==================== block 1
Block 1, signal wires on met3:
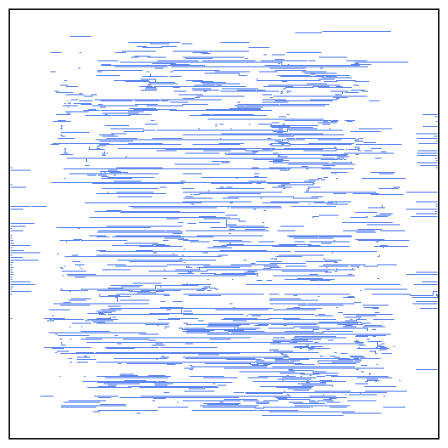

===== config.mk =====
export PLATFORM = sky130hd
export DESIGN_NAME = alu_arbiter
export DESIGN_NICKNAME = d
export VERILOG_FILES = /design/src/rtl/alu_defs.sv /design/src/rtl/alu_arbiter_alu.sv /design/src/rtl/alu_arbiter.sv
export SDC_FILE = /design/constraint.sdc
export NUM_CORES = 1
export LEC_CHECK = 0
export CAP_MARGIN = 5
export CELL_PAD_IN_SITES_DETAIL_PLACEMENT = 0
export CELL_PAD_IN_SITES_GLOBAL_PLACEMENT = 2
export CORE_MARGIN = 8
export CORE_UTILIZATION = 34
export CTS_CLUSTER_SIZE = 14
export DETAILED_ROUTE_END_ITERATION = 6
export HOLD_SLACK_MARGIN = 0.12
export PLACE_DENSITY = 0.89
export SLEW_MARGIN = 10
export SYNTH_ARGS = -nofsm -noshare
export SYNTH_HDL_FRONTEND = slang
export SYNTH_SLANG_ARGS = --single-unit

===== constraint.sdc =====
create_clock -name clk -period 8.69 [get_ports clk]
set_clock_uncertainty 0.2 [all_clocks]
set_input_delay 1.3035 -clock clk [delete_from_list [all_inputs] [get_ports clk]]
set_output_delay 1.3035 -clock clk [all_outputs]
set_load 0.005 [all_outputs]

===== src/rtl/alu_defs.sv =====
// Shared ALU/arbiter definitions: opcode encodings, opcode width and
// response-buffer state encodings.
package alu_defs;

    localparam int OP_W = 4;

    localparam logic [OP_W-1:0] OP_SLL = 4'd0;
    localparam logic [OP_W-1:0] OP_SRL = 4'd1;
    localparam logic [OP_W-1:0] OP_SRA = 4'd2;
    localparam logic [OP_W-1:0] OP_ADD = 4'd3;
    localparam logic [OP_W-1:0] OP_SUB = 4'd4;
    localparam logic [OP_W-1:0] OP_AND = 4'd5;
    localparam logic [OP_W-1:0] OP_OR  = 4'd6;
    localparam logic [OP_W-1:0] OP_XOR = 4'd7;
    localparam logic [OP_W-1:0] OP_NOR = 4'd8;
    localparam logic [OP_W-1:0] OP_SLT = 4'd9;
    localparam logic [OP_W-1:0] OP_MAX = 4'd9;

    typedef enum logic {
        ST_EMPTY = 1'b0,
        ST_FULL  = 1'b1
    } state_e;

    // Opcodes above OP_MAX fall through to the ALU default response.
    function automatic logic op_is_illegal(input logic [OP_W-1:0] op);
        return (op > OP_MAX);
    endfunction

endpackage


===== src/rtl/alu_arbiter_alu.sv =====
// Combinational ALU. Works on an N+1 bit extended result; bit N is the
// carry/borrow reported as overflow. Shifts move bus_b by bus_a[log2 N-1:0].
module alu_arbiter_alu
    import alu_defs::*;
#(
    parameter int N = 32
) (
    input  logic [OP_W-1:0] op,
    input  logic [N-1:0]    bus_a,
    input  logic [N-1:0]    bus_b,
    output logic [N-1:0]    result,
    output logic            zero,
    output logic            overflow
);

    localparam int SH_W = $clog2(N);

    logic [SH_W-1:0] shamt_s;
    logic [N-1:0]    sra_s;
    logic            slt_s;
    logic [N:0]      ext_s;

    assign shamt_s = bus_a[SH_W-1:0];
    assign sra_s   = $signed(bus_b) >>> shamt_s;
    assign slt_s   = ($signed(bus_a) < $signed(bus_b));

    // Opcode decode into the extended result; illegal opcodes yield zero.
    always_comb begin
        ext_s = {(N+1){1'b0}};
        case (op)
            OP_SLL:  ext_s = {1'b0, bus_b} << shamt_s;
            OP_SRL:  ext_s = {1'b0, bus_b >> shamt_s};
            OP_SRA:  ext_s = {1'b0, sra_s};
            OP_ADD:  ext_s = {1'b0, bus_a} + {1'b0, bus_b};
            OP_SUB:  ext_s = {1'b0, bus_a} - {1'b0, bus_b};
            OP_AND:  ext_s = {1'b0, bus_a & bus_b};
            OP_OR:   ext_s = {1'b0, bus_a | bus_b};
            OP_XOR:  ext_s = {1'b0, bus_a ^ bus_b};
            OP_NOR:  ext_s = {1'b0, ~(bus_a | bus_b)};
            OP_SLT:  ext_s = {{N{1'b0}}, slt_s};
            default: ext_s = {(N+1){1'b0}};
        endcase
    end

    assign result   = ext_s[N-1:0];
    assign zero     = (ext_s[N-1:0] == {N{1'b0}});
    assign overflow = ext_s[N];

endmodule


===== src/rtl/alu_arbiter.sv =====
// Round-robin arbiter sharing one ALU between two requesters, with a
// single-entry registered response buffer that passes through on consume.
module alu_arbiter
    import alu_defs::*;
#(
    parameter int N = 32
) (
    input  logic            clk,
    input  logic            rst_n,
    input  logic            req0_valid,
    output logic            req0_ready,
    input  logic [OP_W-1:0] req0_op,
    input  logic [N-1:0]    req0_a,
    input  logic [N-1:0]    req0_b,
    input  logic            req1_valid,
    output logic            req1_ready,
    input  logic [OP_W-1:0] req1_op,
    input  logic [N-1:0]    req1_a,
    input  logic [N-1:0]    req1_b,
    output logic            rsp_valid,
    input  logic            rsp_ready,
    output logic            rsp_id,
    output logic [N-1:0]    rsp_result,
    output logic            rsp_zero,
    output logic            rsp_overflow,
    output logic            rsp_illegal
);

    state_e          state_r;
    state_e          state_next_s;
    logic            last_grant_r;
    logic            can_accept_s;
    logic            grant_s;
    logic            grant_id_s;
    logic [OP_W-1:0] alu_op_s;
    logic [N-1:0]    alu_a_s;
    logic [N-1:0]    alu_b_s;
    logic [N-1:0]    alu_result_s;
    logic            alu_zero_s;
    logic            alu_overflow_s;

    // Round-robin grant; rst_n gating keeps both ready outputs low in reset.
    always_comb begin
        can_accept_s = (state_r == ST_EMPTY) || rsp_ready;
        grant_s      = 1'b0;
        grant_id_s   = 1'b0;
        if (!rst_n || !can_accept_s) begin
            grant_s    = 1'b0;
            grant_id_s = 1'b0;
        end else if (req0_valid && req1_valid) begin
            grant_s    = 1'b1;
            grant_id_s = ~last_grant_r;
        end else if (req0_valid) begin
            grant_s    = 1'b1;
            grant_id_s = 1'b0;
        end else if (req1_valid) begin
            grant_s    = 1'b1;
            grant_id_s = 1'b1;
        end else begin
            grant_s    = 1'b0;
            grant_id_s = 1'b0;
        end
    end

    assign req0_ready = grant_s && !grant_id_s;
    assign req1_ready = grant_s && grant_id_s;

    // Steer the granted requester's operation into the shared ALU.
    always_comb begin
        alu_op_s = req0_op;
        alu_a_s  = req0_a;
        alu_b_s  = req0_b;
        if (grant_id_s) begin
            alu_op_s = req1_op;
            alu_a_s  = req1_a;
            alu_b_s  = req1_b;
        end else begin
            alu_op_s = req0_op;
            alu_a_s  = req0_a;
            alu_b_s  = req0_b;
        end
    end

    alu_arbiter_alu #(.N(N)) u_alu (
        .op       (alu_op_s),
        .bus_a    (alu_a_s),
        .bus_b    (alu_b_s),
        .result   (alu_result_s),
        .zero     (alu_zero_s),
        .overflow (alu_overflow_s)
    );

    // Response buffer next state: fill on grant, drain on consume without grant.
    always_comb begin
        state_next_s = state_r;
        case (state_r)
            ST_EMPTY: begin
                if (grant_s) state_next_s = ST_FULL;
                else         state_next_s = ST_EMPTY;
            end
            ST_FULL: begin
                if (rsp_ready && !grant_s) state_next_s = ST_EMPTY;
                else                       state_next_s = ST_FULL;
            end
            default: state_next_s = ST_EMPTY;
        endcase
    end

    // State register and round-robin history.
    always_ff @(posedge clk or negedge rst_n) begin
        if (!rst_n) begin
            state_r      <= ST_EMPTY;
            last_grant_r <= 1'b1;
        end else begin
            state_r <= state_next_s;
            if (grant_s) last_grant_r <= grant_id_s;
        end
    end

    // Capture ALU outputs into the response buffer on every handshake.
    always_ff @(posedge clk or negedge rst_n) begin
        if (!rst_n) begin
            rsp_id       <= 1'b0;
            rsp_result   <= {N{1'b0}};
            rsp_zero     <= 1'b0;
            rsp_overflow <= 1'b0;
            rsp_illegal  <= 1'b0;
        end else if (grant_s) begin
            rsp_id       <= grant_id_s;
            rsp_result   <= alu_result_s;
            rsp_zero     <= alu_zero_s;
            rsp_overflow <= alu_overflow_s;
            rsp_illegal  <= op_is_illegal(alu_op_s);
        end
    end

    assign rsp_valid = (state_r == ST_FULL);

endmodule

==================== block 2
===== src/rtl/dmem_stall_adapter.sv =====
// M-stage load/store to req/ack data-memory bus adapter; stalls the pipeline while a bus transaction is outstanding.
// Optional DMEM_TIMEOUT_EN: abort a transaction that waits TIMEOUT cycles for bus_ack and raise sticky bus_err.
module dmem_stall_adapter #(
  parameter int ADDR_W  = 32,
  parameter int DATA_W  = 32,
  parameter int TIMEOUT = 255
) (
  input  logic              clk,
  input  logic              reset,
  input  logic              mem_read_m,
  input  logic              dmem_write_m,
  input  logic [ADDR_W-1:0] addr_m,
  input  logic [DATA_W-1:0] wdata_m,
  output logic [DATA_W-1:0] rdata_m,
  output logic              stall_m,
  output logic              bus_req,
  output logic              bus_we,
  output logic [ADDR_W-1:0] bus_addr,
  output logic [DATA_W-1:0] bus_wdata,
  input  logic              bus_ack,
  input  logic [DATA_W-1:0] bus_rdata,
  output logic              bus_err
);

  if (TIMEOUT < 1) begin : g_bad_timeout
    $error("dmem_stall_adapter: TIMEOUT must be >= 1");
  end

  typedef enum logic [1:0] {IDLE, REQ, DONE} state_e;

  state_e            state_q, state_d;
  logic              bus_req_q, bus_req_d;
  logic              bus_we_q, bus_we_d;
  logic [ADDR_W-1:0] bus_addr_q, bus_addr_d;
  logic [DATA_W-1:0] bus_wdata_q, bus_wdata_d;
  logic [DATA_W-1:0] rdata_q, rdata_d;
  logic              stall;
  logic              req_m;

  assign req_m = mem_read_m | dmem_write_m;

`ifdef DMEM_TIMEOUT_EN
  localparam int CNT_W = (TIMEOUT < 2) ? 1 : $clog2(TIMEOUT + 1);
  logic [CNT_W-1:0] cnt_q, cnt_d;
  logic             err_q, err_d;
`endif

  always_comb begin
    state_d     = state_q;
    bus_req_d   = bus_req_q;
    bus_we_d    = bus_we_q;
    bus_addr_d  = bus_addr_q;
    bus_wdata_d = bus_wdata_q;
    rdata_d     = rdata_q;
    stall       = 1'b0;
`ifdef DMEM_TIMEOUT_EN
    cnt_d       = cnt_q;
    err_d       = err_q;
`endif
    case (state_q)
      IDLE: begin
        stall = req_m;
        if (req_m) begin
          bus_addr_d  = addr_m;
          bus_wdata_d = wdata_m;
          bus_we_d    = dmem_write_m;  // write wins when both are asserted
          bus_req_d   = 1'b1;
          state_d     = REQ;
`ifdef DMEM_TIMEOUT_EN
          cnt_d       = '0;
`endif
        end
      end
      REQ: begin
        stall = 1'b1;
        if (bus_ack) begin
          bus_req_d = 1'b0;
          if (!bus_we_q) rdata_d = bus_rdata;
          state_d   = DONE;
        end
`ifdef DMEM_TIMEOUT_EN
        else if (cnt_q == CNT_W'(TIMEOUT - 1)) begin
          bus_req_d = 1'b0;
          err_d     = 1'b1;
          if (!bus_we_q) rdata_d = '0;
          state_d   = DONE;
        end else if (cnt_q != '1) begin
          cnt_d = cnt_q + 1'b1;
        end
`endif
      end
      // Instruction still sits in M this cycle; ignore req_m so it is not reissued.
      DONE:    state_d = IDLE;
      default: state_d = IDLE;
    endcase
  end

  always_ff @(posedge clk) begin
    if (reset) begin
      state_q     <= IDLE;
      bus_req_q   <= 1'b0;
      bus_we_q    <= 1'b0;
      bus_addr_q  <= '0;
      bus_wdata_q <= '0;
      rdata_q     <= '0;
`ifdef DMEM_TIMEOUT_EN
      cnt_q       <= '0;
      err_q       <= 1'b0;
`endif
    end else begin
      state_q     <= state_d;
      bus_req_q   <= bus_req_d;
      bus_we_q    <= bus_we_d;
      bus_addr_q  <= bus_addr_d;
      bus_wdata_q <= bus_wdata_d;
      rdata_q     <= rdata_d;
`ifdef DMEM_TIMEOUT_EN
      cnt_q       <= cnt_d;
      err_q       <= err_d;
`endif
    end
  end

  assign stall_m   = reset ? 1'b0 : stall;
  assign bus_req   = bus_req_q;
  assign bus_we    = bus_we_q;
  assign bus_addr  = bus_addr_q;
  assign bus_wdata = bus_wdata_q;
  assign rdata_m   = rdata_q;
`ifdef DMEM_TIMEOUT_EN
  assign bus_err   = err_q;
`else
  assign bus_err   = 1'b0;
`endif

endmodule


===== config.mk =====
export PLATFORM = sky130hd
export DESIGN_NAME = dmem_stall_adapter
export DESIGN_NICKNAME = d
export VERILOG_FILES = /design/src/rtl/dmem_stall_adapter.sv
export SDC_FILE = /design/constraint.sdc
export NUM_CORES = 1
export LEC_CHECK = 0
export ABC_AREA = 0
export CAP_MARGIN = 10
export CORE_MARGIN = 2
export CORE_UTILIZATION = 41
export CTS_CLUSTER_SIZE = 8
export DETAILED_ROUTE_END_ITERATION = 8
export GPL_TIMING_DRIVEN = 0
export MAX_ROUTING_LAYER = met4
export PLACE_DENSITY = 0.92
export SYNTH_ARGS = -nofsm -noshare
export SYNTH_HDL_FRONTEND = slang
export SYNTH_SLANG_ARGS = --single-unit
export TNS_END_PERCENT = 5

===== constraint.sdc =====
create_clock -name clk -period 1.25 [get_ports clk]
set_input_delay 0.25 -clock clk [delete_from_list [all_inputs] [get_ports clk]]
set_output_delay 0.25 -clock clk [all_outputs]
set_load 0.01 [all_outputs]

==================== block 3
File: src/rtl/tick_countdown_timer.sv
// BCD MM:SS countdown timer advanced by the divider's one-cycle tick; drives digits, running/done and an alarm pulse.
// Optional build macro TIMER_AUTO_RELOAD_EN: reload from preset at 00:00 and keep running instead of entering DONE.
module tick_countdown_timer #(
  parameter int unsigned ALARM_LEN = 1
) (
  input  logic       clk,
  input  logic       rst,
  input  logic       tick,
  input  logic       start,
  input  logic       stop,
  input  logic       load,
  input  logic [7:0] load_min,
  input  logic [7:0] load_sec,
  output logic [7:0] min_bcd,
  output logic [7:0] sec_bcd,
  output logic       running,
  output logic       done,
  output logic       alarm
);

  localparam int unsigned DW = 8;
  localparam int unsigned CW = 8;

  typedef enum logic [1:0] {
    IDLE  = 2'd0,
    RUN   = 2'd1,
    PAUSE = 2'd2,
    DONE  = 2'd3
  } state_t;

  state_t        state, state_nxt;
  logic [DW-1:0] min_nxt, sec_nxt;
  logic [DW-1:0] pre_min, pre_sec, pre_min_nxt, pre_sec_nxt;
  logic [DW-1:0] dec_min, dec_sec;
  logic          hit_zero;
  logic          alarm_pend;
  logic [CW-1:0] alarm_cnt, alarm_cnt_nxt;

  // Limit each BCD digit of a preset to its legal range.
  function automatic logic [DW-1:0] clamp_digits(input logic [DW-1:0] v, input logic [3:0] tens_max);
    logic [3:0] t, u;
    t = (v[7:4] > tens_max) ? tens_max : v[7:4];
    u = (v[3:0] > 4'd9) ? 4'd9 : v[3:0];
    return {t, u};
  endfunction

  // Two-digit BCD decrement with borrow from tens into units; caller guarantees v != 0.
  function automatic logic [DW-1:0] bcd_dec(input logic [DW-1:0] v);
    if (v[3:0] != 4'd0) return {v[7:4], v[3:0] - 4'd1};
    else                return {v[7:4] - 4'd1, 4'd9};
  endfunction

  always_comb begin
    if (sec_bcd != 8'h00) begin
      dec_sec = bcd_dec(sec_bcd);
      dec_min = min_bcd;
    end else begin
      dec_sec = 8'h59;
      dec_min = bcd_dec(min_bcd);
    end
  end

  // Next-state, value and preset logic; command priority load > stop > start.
  always_comb begin
    state_nxt   = state;
    min_nxt     = min_bcd;
    sec_nxt     = sec_bcd;
    pre_min_nxt = pre_min;
    pre_sec_nxt = pre_sec;
    hit_zero    = 1'b0;
    case (state)
      IDLE: begin
        if (load) begin
          min_nxt     = clamp_digits(load_min, 4'd9);
          sec_nxt     = clamp_digits(load_sec, 4'd5);
          pre_min_nxt = clamp_digits(load_min, 4'd9);
          pre_sec_nxt = clamp_digits(load_sec, 4'd5);
        end else if (start && ({min_bcd, sec_bcd} != 16'h0000)) begin
          state_nxt = RUN;
        end
      end
      RUN: begin
        if (stop) begin
          state_nxt = PAUSE;
        end else if (tick) begin
          min_nxt = dec_min;
          sec_nxt = dec_sec;
          if ({dec_min, dec_sec} == 16'h0000) begin
            hit_zero = 1'b1;
`ifdef TIMER_AUTO_RELOAD_EN
            min_nxt = pre_min;
            sec_nxt = pre_sec;
            if ({pre_min, pre_sec} == 16'h0000) state_nxt = IDLE;
`else
            state_nxt = DONE;
`endif
          end
        end
      end
      PAUSE: begin
        if (load) begin
          state_nxt   = IDLE;
          min_nxt     = clamp_digits(load_min, 4'd9);
          sec_nxt     = clamp_digits(load_sec, 4'd5);
          pre_min_nxt = clamp_digits(load_min, 4'd9);
          pre_sec_nxt = clamp_digits(load_sec, 4'd5);
        end else if (stop) begin
          state_nxt = IDLE;
          min_nxt   = pre_min;
          sec_nxt   = pre_sec;
        end else if (start) begin
          state_nxt = RUN;
        end
      end
      DONE: begin
        if (load) begin
          state_nxt   = IDLE;
          min_nxt     = clamp_digits(load_min, 4'd9);
          sec_nxt     = clamp_digits(load_sec, 4'd5);
          pre_min_nxt = clamp_digits(load_min, 4'd9);
          pre_sec_nxt = clamp_digits(load_sec, 4'd5);
        end else if (stop) begin
          state_nxt = IDLE;
          min_nxt   = pre_min;
          sec_nxt   = pre_sec;
        end
      end
      default: state_nxt = IDLE;
    endcase
  end

  // Alarm runs off its own counter so later commands cannot cut it short.
  always_comb begin
    alarm_cnt_nxt = alarm_cnt;
    if (alarm_pend)                alarm_cnt_nxt = CW'(ALARM_LEN);
    else if (alarm_cnt != CW'(0))  alarm_cnt_nxt = alarm_cnt - CW'(1);
  end

  always_ff @(posedge clk or posedge rst) begin
    if (rst) begin
      state      <= IDLE;
      min_bcd    <= '0;
      sec_bcd    <= '0;
      pre_min    <= '0;
      pre_sec    <= '0;
      running    <= 1'b0;
      done       <= 1'b0;
      alarm_pend <= 1'b0;
      alarm_cnt  <= '0;
      alarm      <= 1'b0;
    end else begin
      state      <= state_nxt;
      min_bcd    <= min_nxt;
      sec_bcd    <= sec_nxt;
      pre_min    <= pre_min_nxt;
      pre_sec    <= pre_sec_nxt;
      running    <= (state_nxt == RUN);
      done       <= (state_nxt == DONE);
      alarm_pend <= hit_zero;
      alarm_cnt  <= alarm_cnt_nxt;
      alarm      <= (alarm_cnt_nxt != CW'(0));
    end
  end

endmodule
File: config.mk
export PLATFORM = sky130hd
export DESIGN_NAME = tick_countdown_timer
export DESIGN_NICKNAME = d
export VERILOG_FILES = /design/src/rtl/tick_countdown_timer.sv
export SDC_FILE = /design/constraint.sdc
export NUM_CORES = 1
export LEC_CHECK = 0
export CAP_MARGIN = 5
export CORE_MARGIN = 2
export CORE_UTILIZATION = 58
export CTS_CLUSTER_DIAMETER = 120
export DETAILED_ROUTE_END_ITERATION = 7
export DONT_BUFFER_PORTS = 1
export PLACE_DENSITY = 0.82
export SETUP_SLACK_MARGIN = 0.02
export SYNTH_ARGS = -nofsm -noshare
export SYNTH_HDL_FRONTEND = slang
export SYNTH_SLANG_ARGS = --single-unit
export TNS_END_PERCENT = 5
File: constraint.sdc
create_clock -name clk -period 4.9 [get_ports clk]
set_input_delay 0.735 -clock clk [delete_from_list [all_inputs] [get_ports clk]]
set_output_delay 0.735 -clock clk [all_outputs]
set_load 0.005 [all_outputs]
Block 1, metal 4:
Supply wires on this layer in gray.
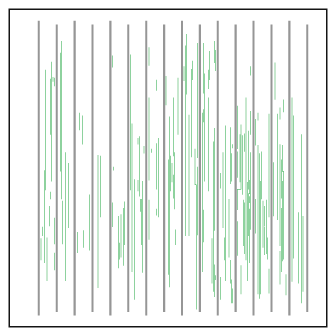
The layer holds 5.4% of the routed length. 125 nets have wire on it. The longest straight run is 144 um. The layer carries 6420 um of wire.

Notes on 'signal wires on met3' of block 1 above:
The layer carries 15700 um of wire. The wires run mostly horizontal.

==> GITHUB_STEP_SUMMARY, block 1 <==
## Synthesis and layout report

| Metric | Value |
|---|---|
| Arrival time at the worst endpoint | 7.78 ns |
| Failing checks | design-rule violations |
| Net count entering floorplan | 2605 |
| DRC violation count after routing | 6 |
| Area share, top type | 12.36% |
| Critical R2R Capture | rsp_zero |
| Via count of the first global-routing pass | 20200 |
| Sw power | 0.001399 W |
| Worst slack after detailed placement | 1.035 ns |
| Tally of yosys warning messages | 0 |
| Clock latency at the later pin of the worst-skew pair | between 0.2 and 0.3 ns |
| Final critical-path setup slack | approximately 0.92 ns |
| Remaining antenna violation count | 0 |
| Register with the highest flop count | rsp_result |
| Global-route wire length before repair | between 150000 and 200000 um |
| Initial core utilization | 34.17% |
| Post-synth regs | 38 |
| Mapped cell area | ~17000 um2 |
| CTS tree | done |
| Crit path from | rsp_ready |
| Leftover overflow at the end of global routing | 0 |
| Met2 usage in global routing | 56.94% |
| Post-route non-filler standard cell count | around 3100 |
| Most Used Layer, Global Route | met2 |
| Unrepaired setup endpoints after global routing | no |
| Status | complete, but fails checks |
| HPWL after detailed placement | 95120 um |
| Portion of total power attributed to combinational logic | 79.1% |
| Total die size | 57420 um2 |
| Wire length per cell | between 30 and 40 um |
| Highest routed layer | met5 |
| Most used cell, CP | sky130_fd_sc_hd__or4_1 |
| Maximum number of pins on one net before global-route repair | 99 |
| Post-CTS resize count | 0 |
| Post-route clock period utilization | 89.38% |
| Worst supply voltage drop on vdd | 0.00008493 V |
| Clk pin slew, worst setup/hold paths | 0.06 ns |
| Routed WL | 119500 um |
| Power per standard cell area | 124.1 nW/um2 |
| Worst endpoint required time | 8.71 ns |
| Endpoint kind of the worst setup timing path | flip-flop |
| # Cells Yosys | 2365 |
| Drt via density | 7.158 |
-- block 1: cell type report --
| cell class | count | area share, % |
|---|---|---|
| Timing Repair Buffer | 283 | 12.95 |
| Inverter | 111 | 2.133 |
| Clock buffer | 5 | 0.6328 |
| Sequential cell | 38 | 4.816 |
| Tap cell | 672 | 4.253 |
| Multi-Input combinational cell | 2014 | 74.87 |
| Clock inverter | 3 | 0.3481 |
-- block 1: metrics by stage --
step | utilization (%) | total power (W)
floorplan | - | 0.001266
global placement | 39.34 | 0.002108
detailed placement | 39.34 | 0.002098
CTS | 39.73 | 0.002361
global route | 39.73 | 0.002514
finish | 39.73 | 0.002453
Block 3, met2 routing:
Cells faint in the background.
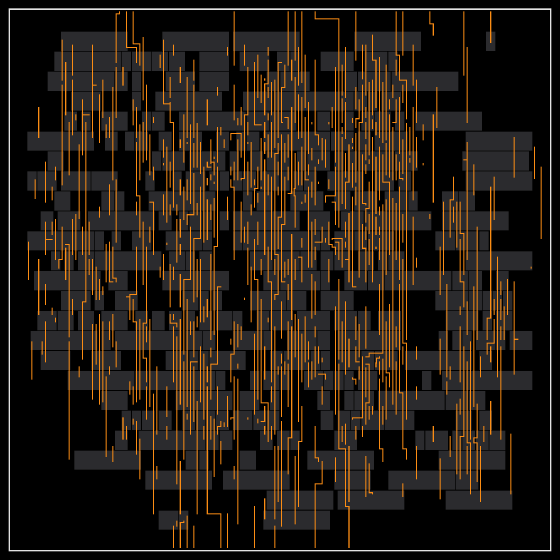
The longest straight run is 29.4 um. The layer holds 47% of the routed length. 282 nets have wire on it. The wires run mostly vertical.
via count: 2441
met2 usage in global routing: 40.67%
Routed WL: 6732 um

==> GITHUB_STEP_SUMMARY, block 3 <==
## Synthesis and layout report

| Metric | Value |
|---|---|
| Comb. cell area | 1543 um2 |
| Die Span Y | 73.64 um |
| Post-route worst hold slack | about 0.44 ns |
| Iter 0 DRT Violations | 232 |
| Largest area contributor in the netlist | sky130_fd_sc_hd__dfrtp_1 |
| Crit Path Category | flip-flop to flip-flop |
| Routability cong. | between 1 and 1.5 |
| Worst Tran Pin Value | 0.9851 ns |
| Sequential Power Share | 46.3% |
| CP Cell Sequence | nand2b_1 > nor2_1 > a221oi_2 > buf_4 > a21oi_1 > a2bb2oi_1 |
| Reg-to-reg slack, setup | 2.05 ns |
| Sw power | 0.0007053 W |
| Status | finished, final reports clean |
| Placeable core region | 4692 um2 |
| Num ports | just over 40 |
| Final design utilization | between 60% and 70% |
| Portion of total power attributed to combinational logic | 38.7% |
| Inverters, non-clock | 14 |
| Worst supply voltage drop on vdd | roughly 0.00026 V |
| Layout filler cell count | just over 400 |
| Area share of and-or/or-and cells after synthesis | 23.22% |
| Max-cap viol count | 0 |
| Commonest cells in the synthesized netlist | 46 x sky130_fd_sc_hd__dfrtp_1, 38 x sky130_fd_sc_hd__nor2_1, 30 x sky130_fd_sc_hd__nand2_1 |
| Achievable Freq | 351.2 MHz |
block 3: kinds of logic (layout without fill, tap and decap cells):
group	count (synthesis)	count (layout)
adder cells (fa/ha/maj)	5	5
multiplexers	14	14
AND/OR/NAND/NOR	113	113
flip-flops	46	46
XOR/XNOR	8	8
AND-OR/OR-AND	100	100
buffers and inverters	29	23
block 3: metal layers:
metal | global-route usage (%) | up-vias | share of wire [%]
met5 | 0 | - | 0
met4 | 10.10 | 0 | 1.9
met3 | 6.447 | 18 | 9.5
met2 | 40.67 | 130 | 47
met1 | 36.49 | 1150 | 41
li1 | - | 1143 | -
Block 2, metal 4:
Supply wires on this layer in gray.
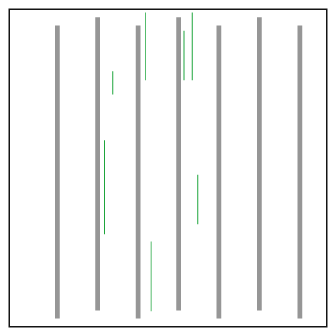
The wires run mostly vertical. 6 nets have wire on it.

==> GITHUB_STEP_SUMMARY, block 2 <==
## Synthesis and layout report

| Metric | Value |
|---|---|
| Met3 global-route usage | 3.679% |
| CTS root buf | sky130_fd_sc_hd__clkbuf_8 |
| Crit Path Category | flip-flop to primary output |
| Min-Delay Startpoint | bus_ack |
| Achievable Freq | 727.2 MHz |
| Reported leakage power | 2.737 nW |
| Nets@finish | 758 |
| Cell class ranked first by area | non-clock buffers |
| Layout filler cell count | 837 |
| Arrival time at the worst endpoint | 1.13 ns |
| Commonest cells in the synthesized netlist | 128 x sky130_fd_sc_hd__nand2b_1, 100 x sky130_fd_sc_hd__dfxtp_1, 66 x sky130_fd_sc_hd__nand2_1 |
| Final critical-path setup slack | -0.1252 ns |
| Wire length per cell | about 14 um |
| Failing checks | negative setup slack |
| CP Cell Sequence | nor3_4 > nor3_2 > buf_2 |
| Iter 0 DRT Violations | 83 |
| Final non-filler cell area | 6568 um2 |
| Routability cong. | 0.7976 |
| Combinational Gates | 304 |
| Clk pin slew, worst setup/hold paths | 0.09 ns |
| Mean instance size in the synthesized netlist | between 9 and 10 um2 |
| CP startpoint kind | flip-flop |
| Dominant synthesized flop cell | sky130_fd_sc_hd__dfxtp_1 |
| Total die size | 11250 um2 |
| HPWL after detailed placement | 8708 um |
| Stages on worst setup path | 3 |
| Post-CTS resize count | 140 |
| Inverters, non-clock | 0 |
| Tmin final | 1.375 ns |
| Antenna violations before repair | 0 |
| Post-route non-filler standard cell count | 797 |
| Status | complete, but fails checks |
| Leading post-synthesis cells by cell area | sky130_fd_sc_hd__dfxtp_1 47%, sky130_fd_sc_hd__nand2b_1 19%, sky130_fd_sc_hd__mux2i_1 15% |
| Comb area share | between 30% and 40% |
| DRC violation count after routing | 0 |
| Total negative setup slack | -0.2982 ns |
| Final-report setup violation count | 15 |
| Portion of total power attributed to combinational logic | 23.9% |
| Remaining antenna violation count | 0 |
| Switch share | 27.64% |
| Number of diodes | 0 |
block 2: kinds of logic after synthesis:
logic type      share of synthesized area (%)
buf+inv                                 6.561
compound gates                          5.741
flops                                   46.87
simple gates                            25.75
mux                                     15.00
other cells                           0.08779
block 2: power by group through the flow:
stage          clock network [W]  logic [W]  registers [W]
2_1_floorplan                  0   0.000717        0.00372
3_3_place_gp                   0    0.00171        0.00361
3_5_place_dp                   0    0.00175        0.00363
4_1_cts                  0.00193    0.00162        0.00355
5_1_grt                  0.00206    0.00182        0.00358
6_report                 0.00187    0.00170        0.00356

==> layout pictures side by side <==
Routing congestion map.
image #1
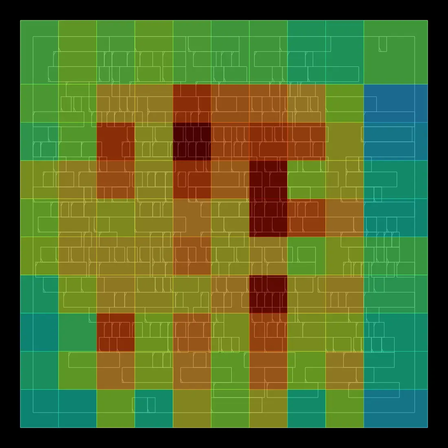
image #2
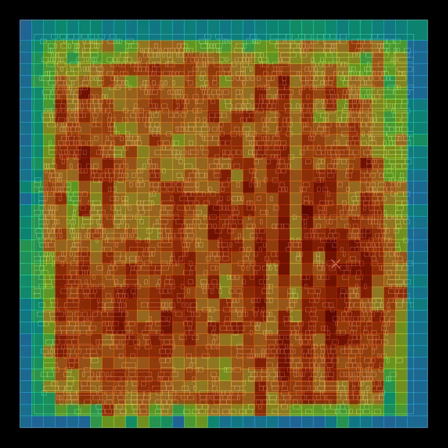
image #3
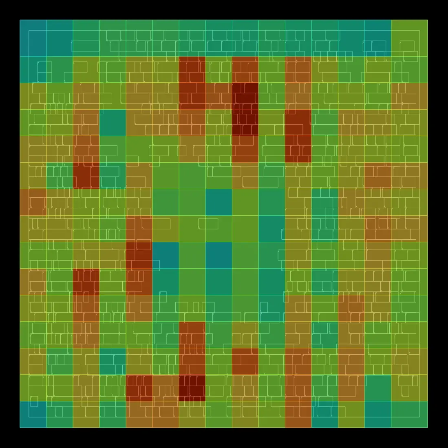
- least wire per cell: image #3
- lowest utilization: image #2
image #2: block 1
image #3: block 2
image #1: block 3



==> notes/layouts.md <==
Pictures saved along the way, in no particular order.

The metal 1 layer.
panel A
The bar under the picture is 50 um long. Supply wires on this layer in gray.
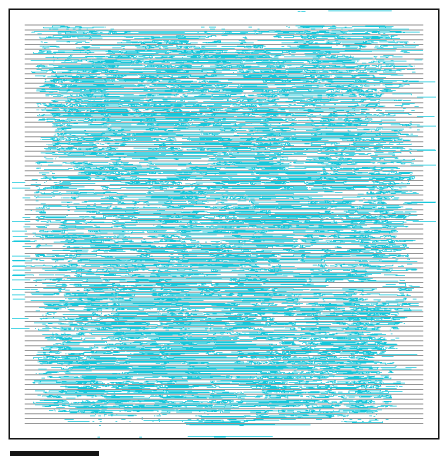
panel B
The bar under the picture is 20 um long. Supply wires on this layer in gray.
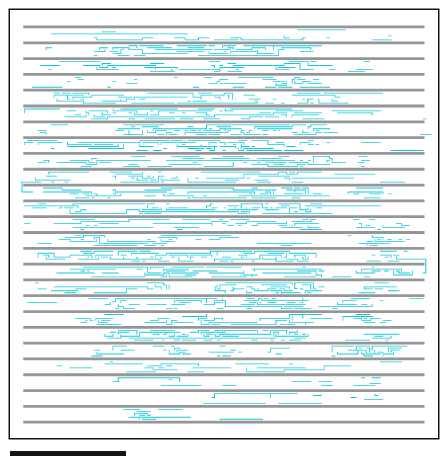
panel C
The bar under the picture is 20 um long. Supply wires on this layer in gray.
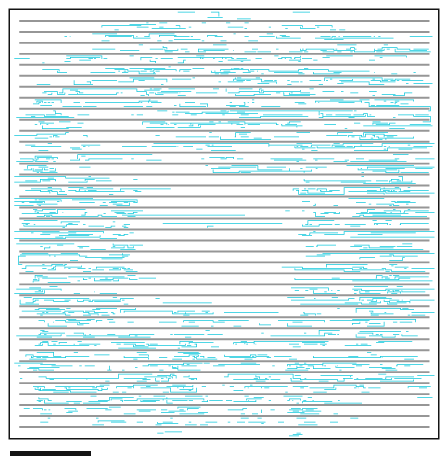
Panel A comes from block 1.
Panel B comes from block 3.
Panel C comes from block 2.
- largest die: panel A

Power is estimated from default activity; no workload was simulated.
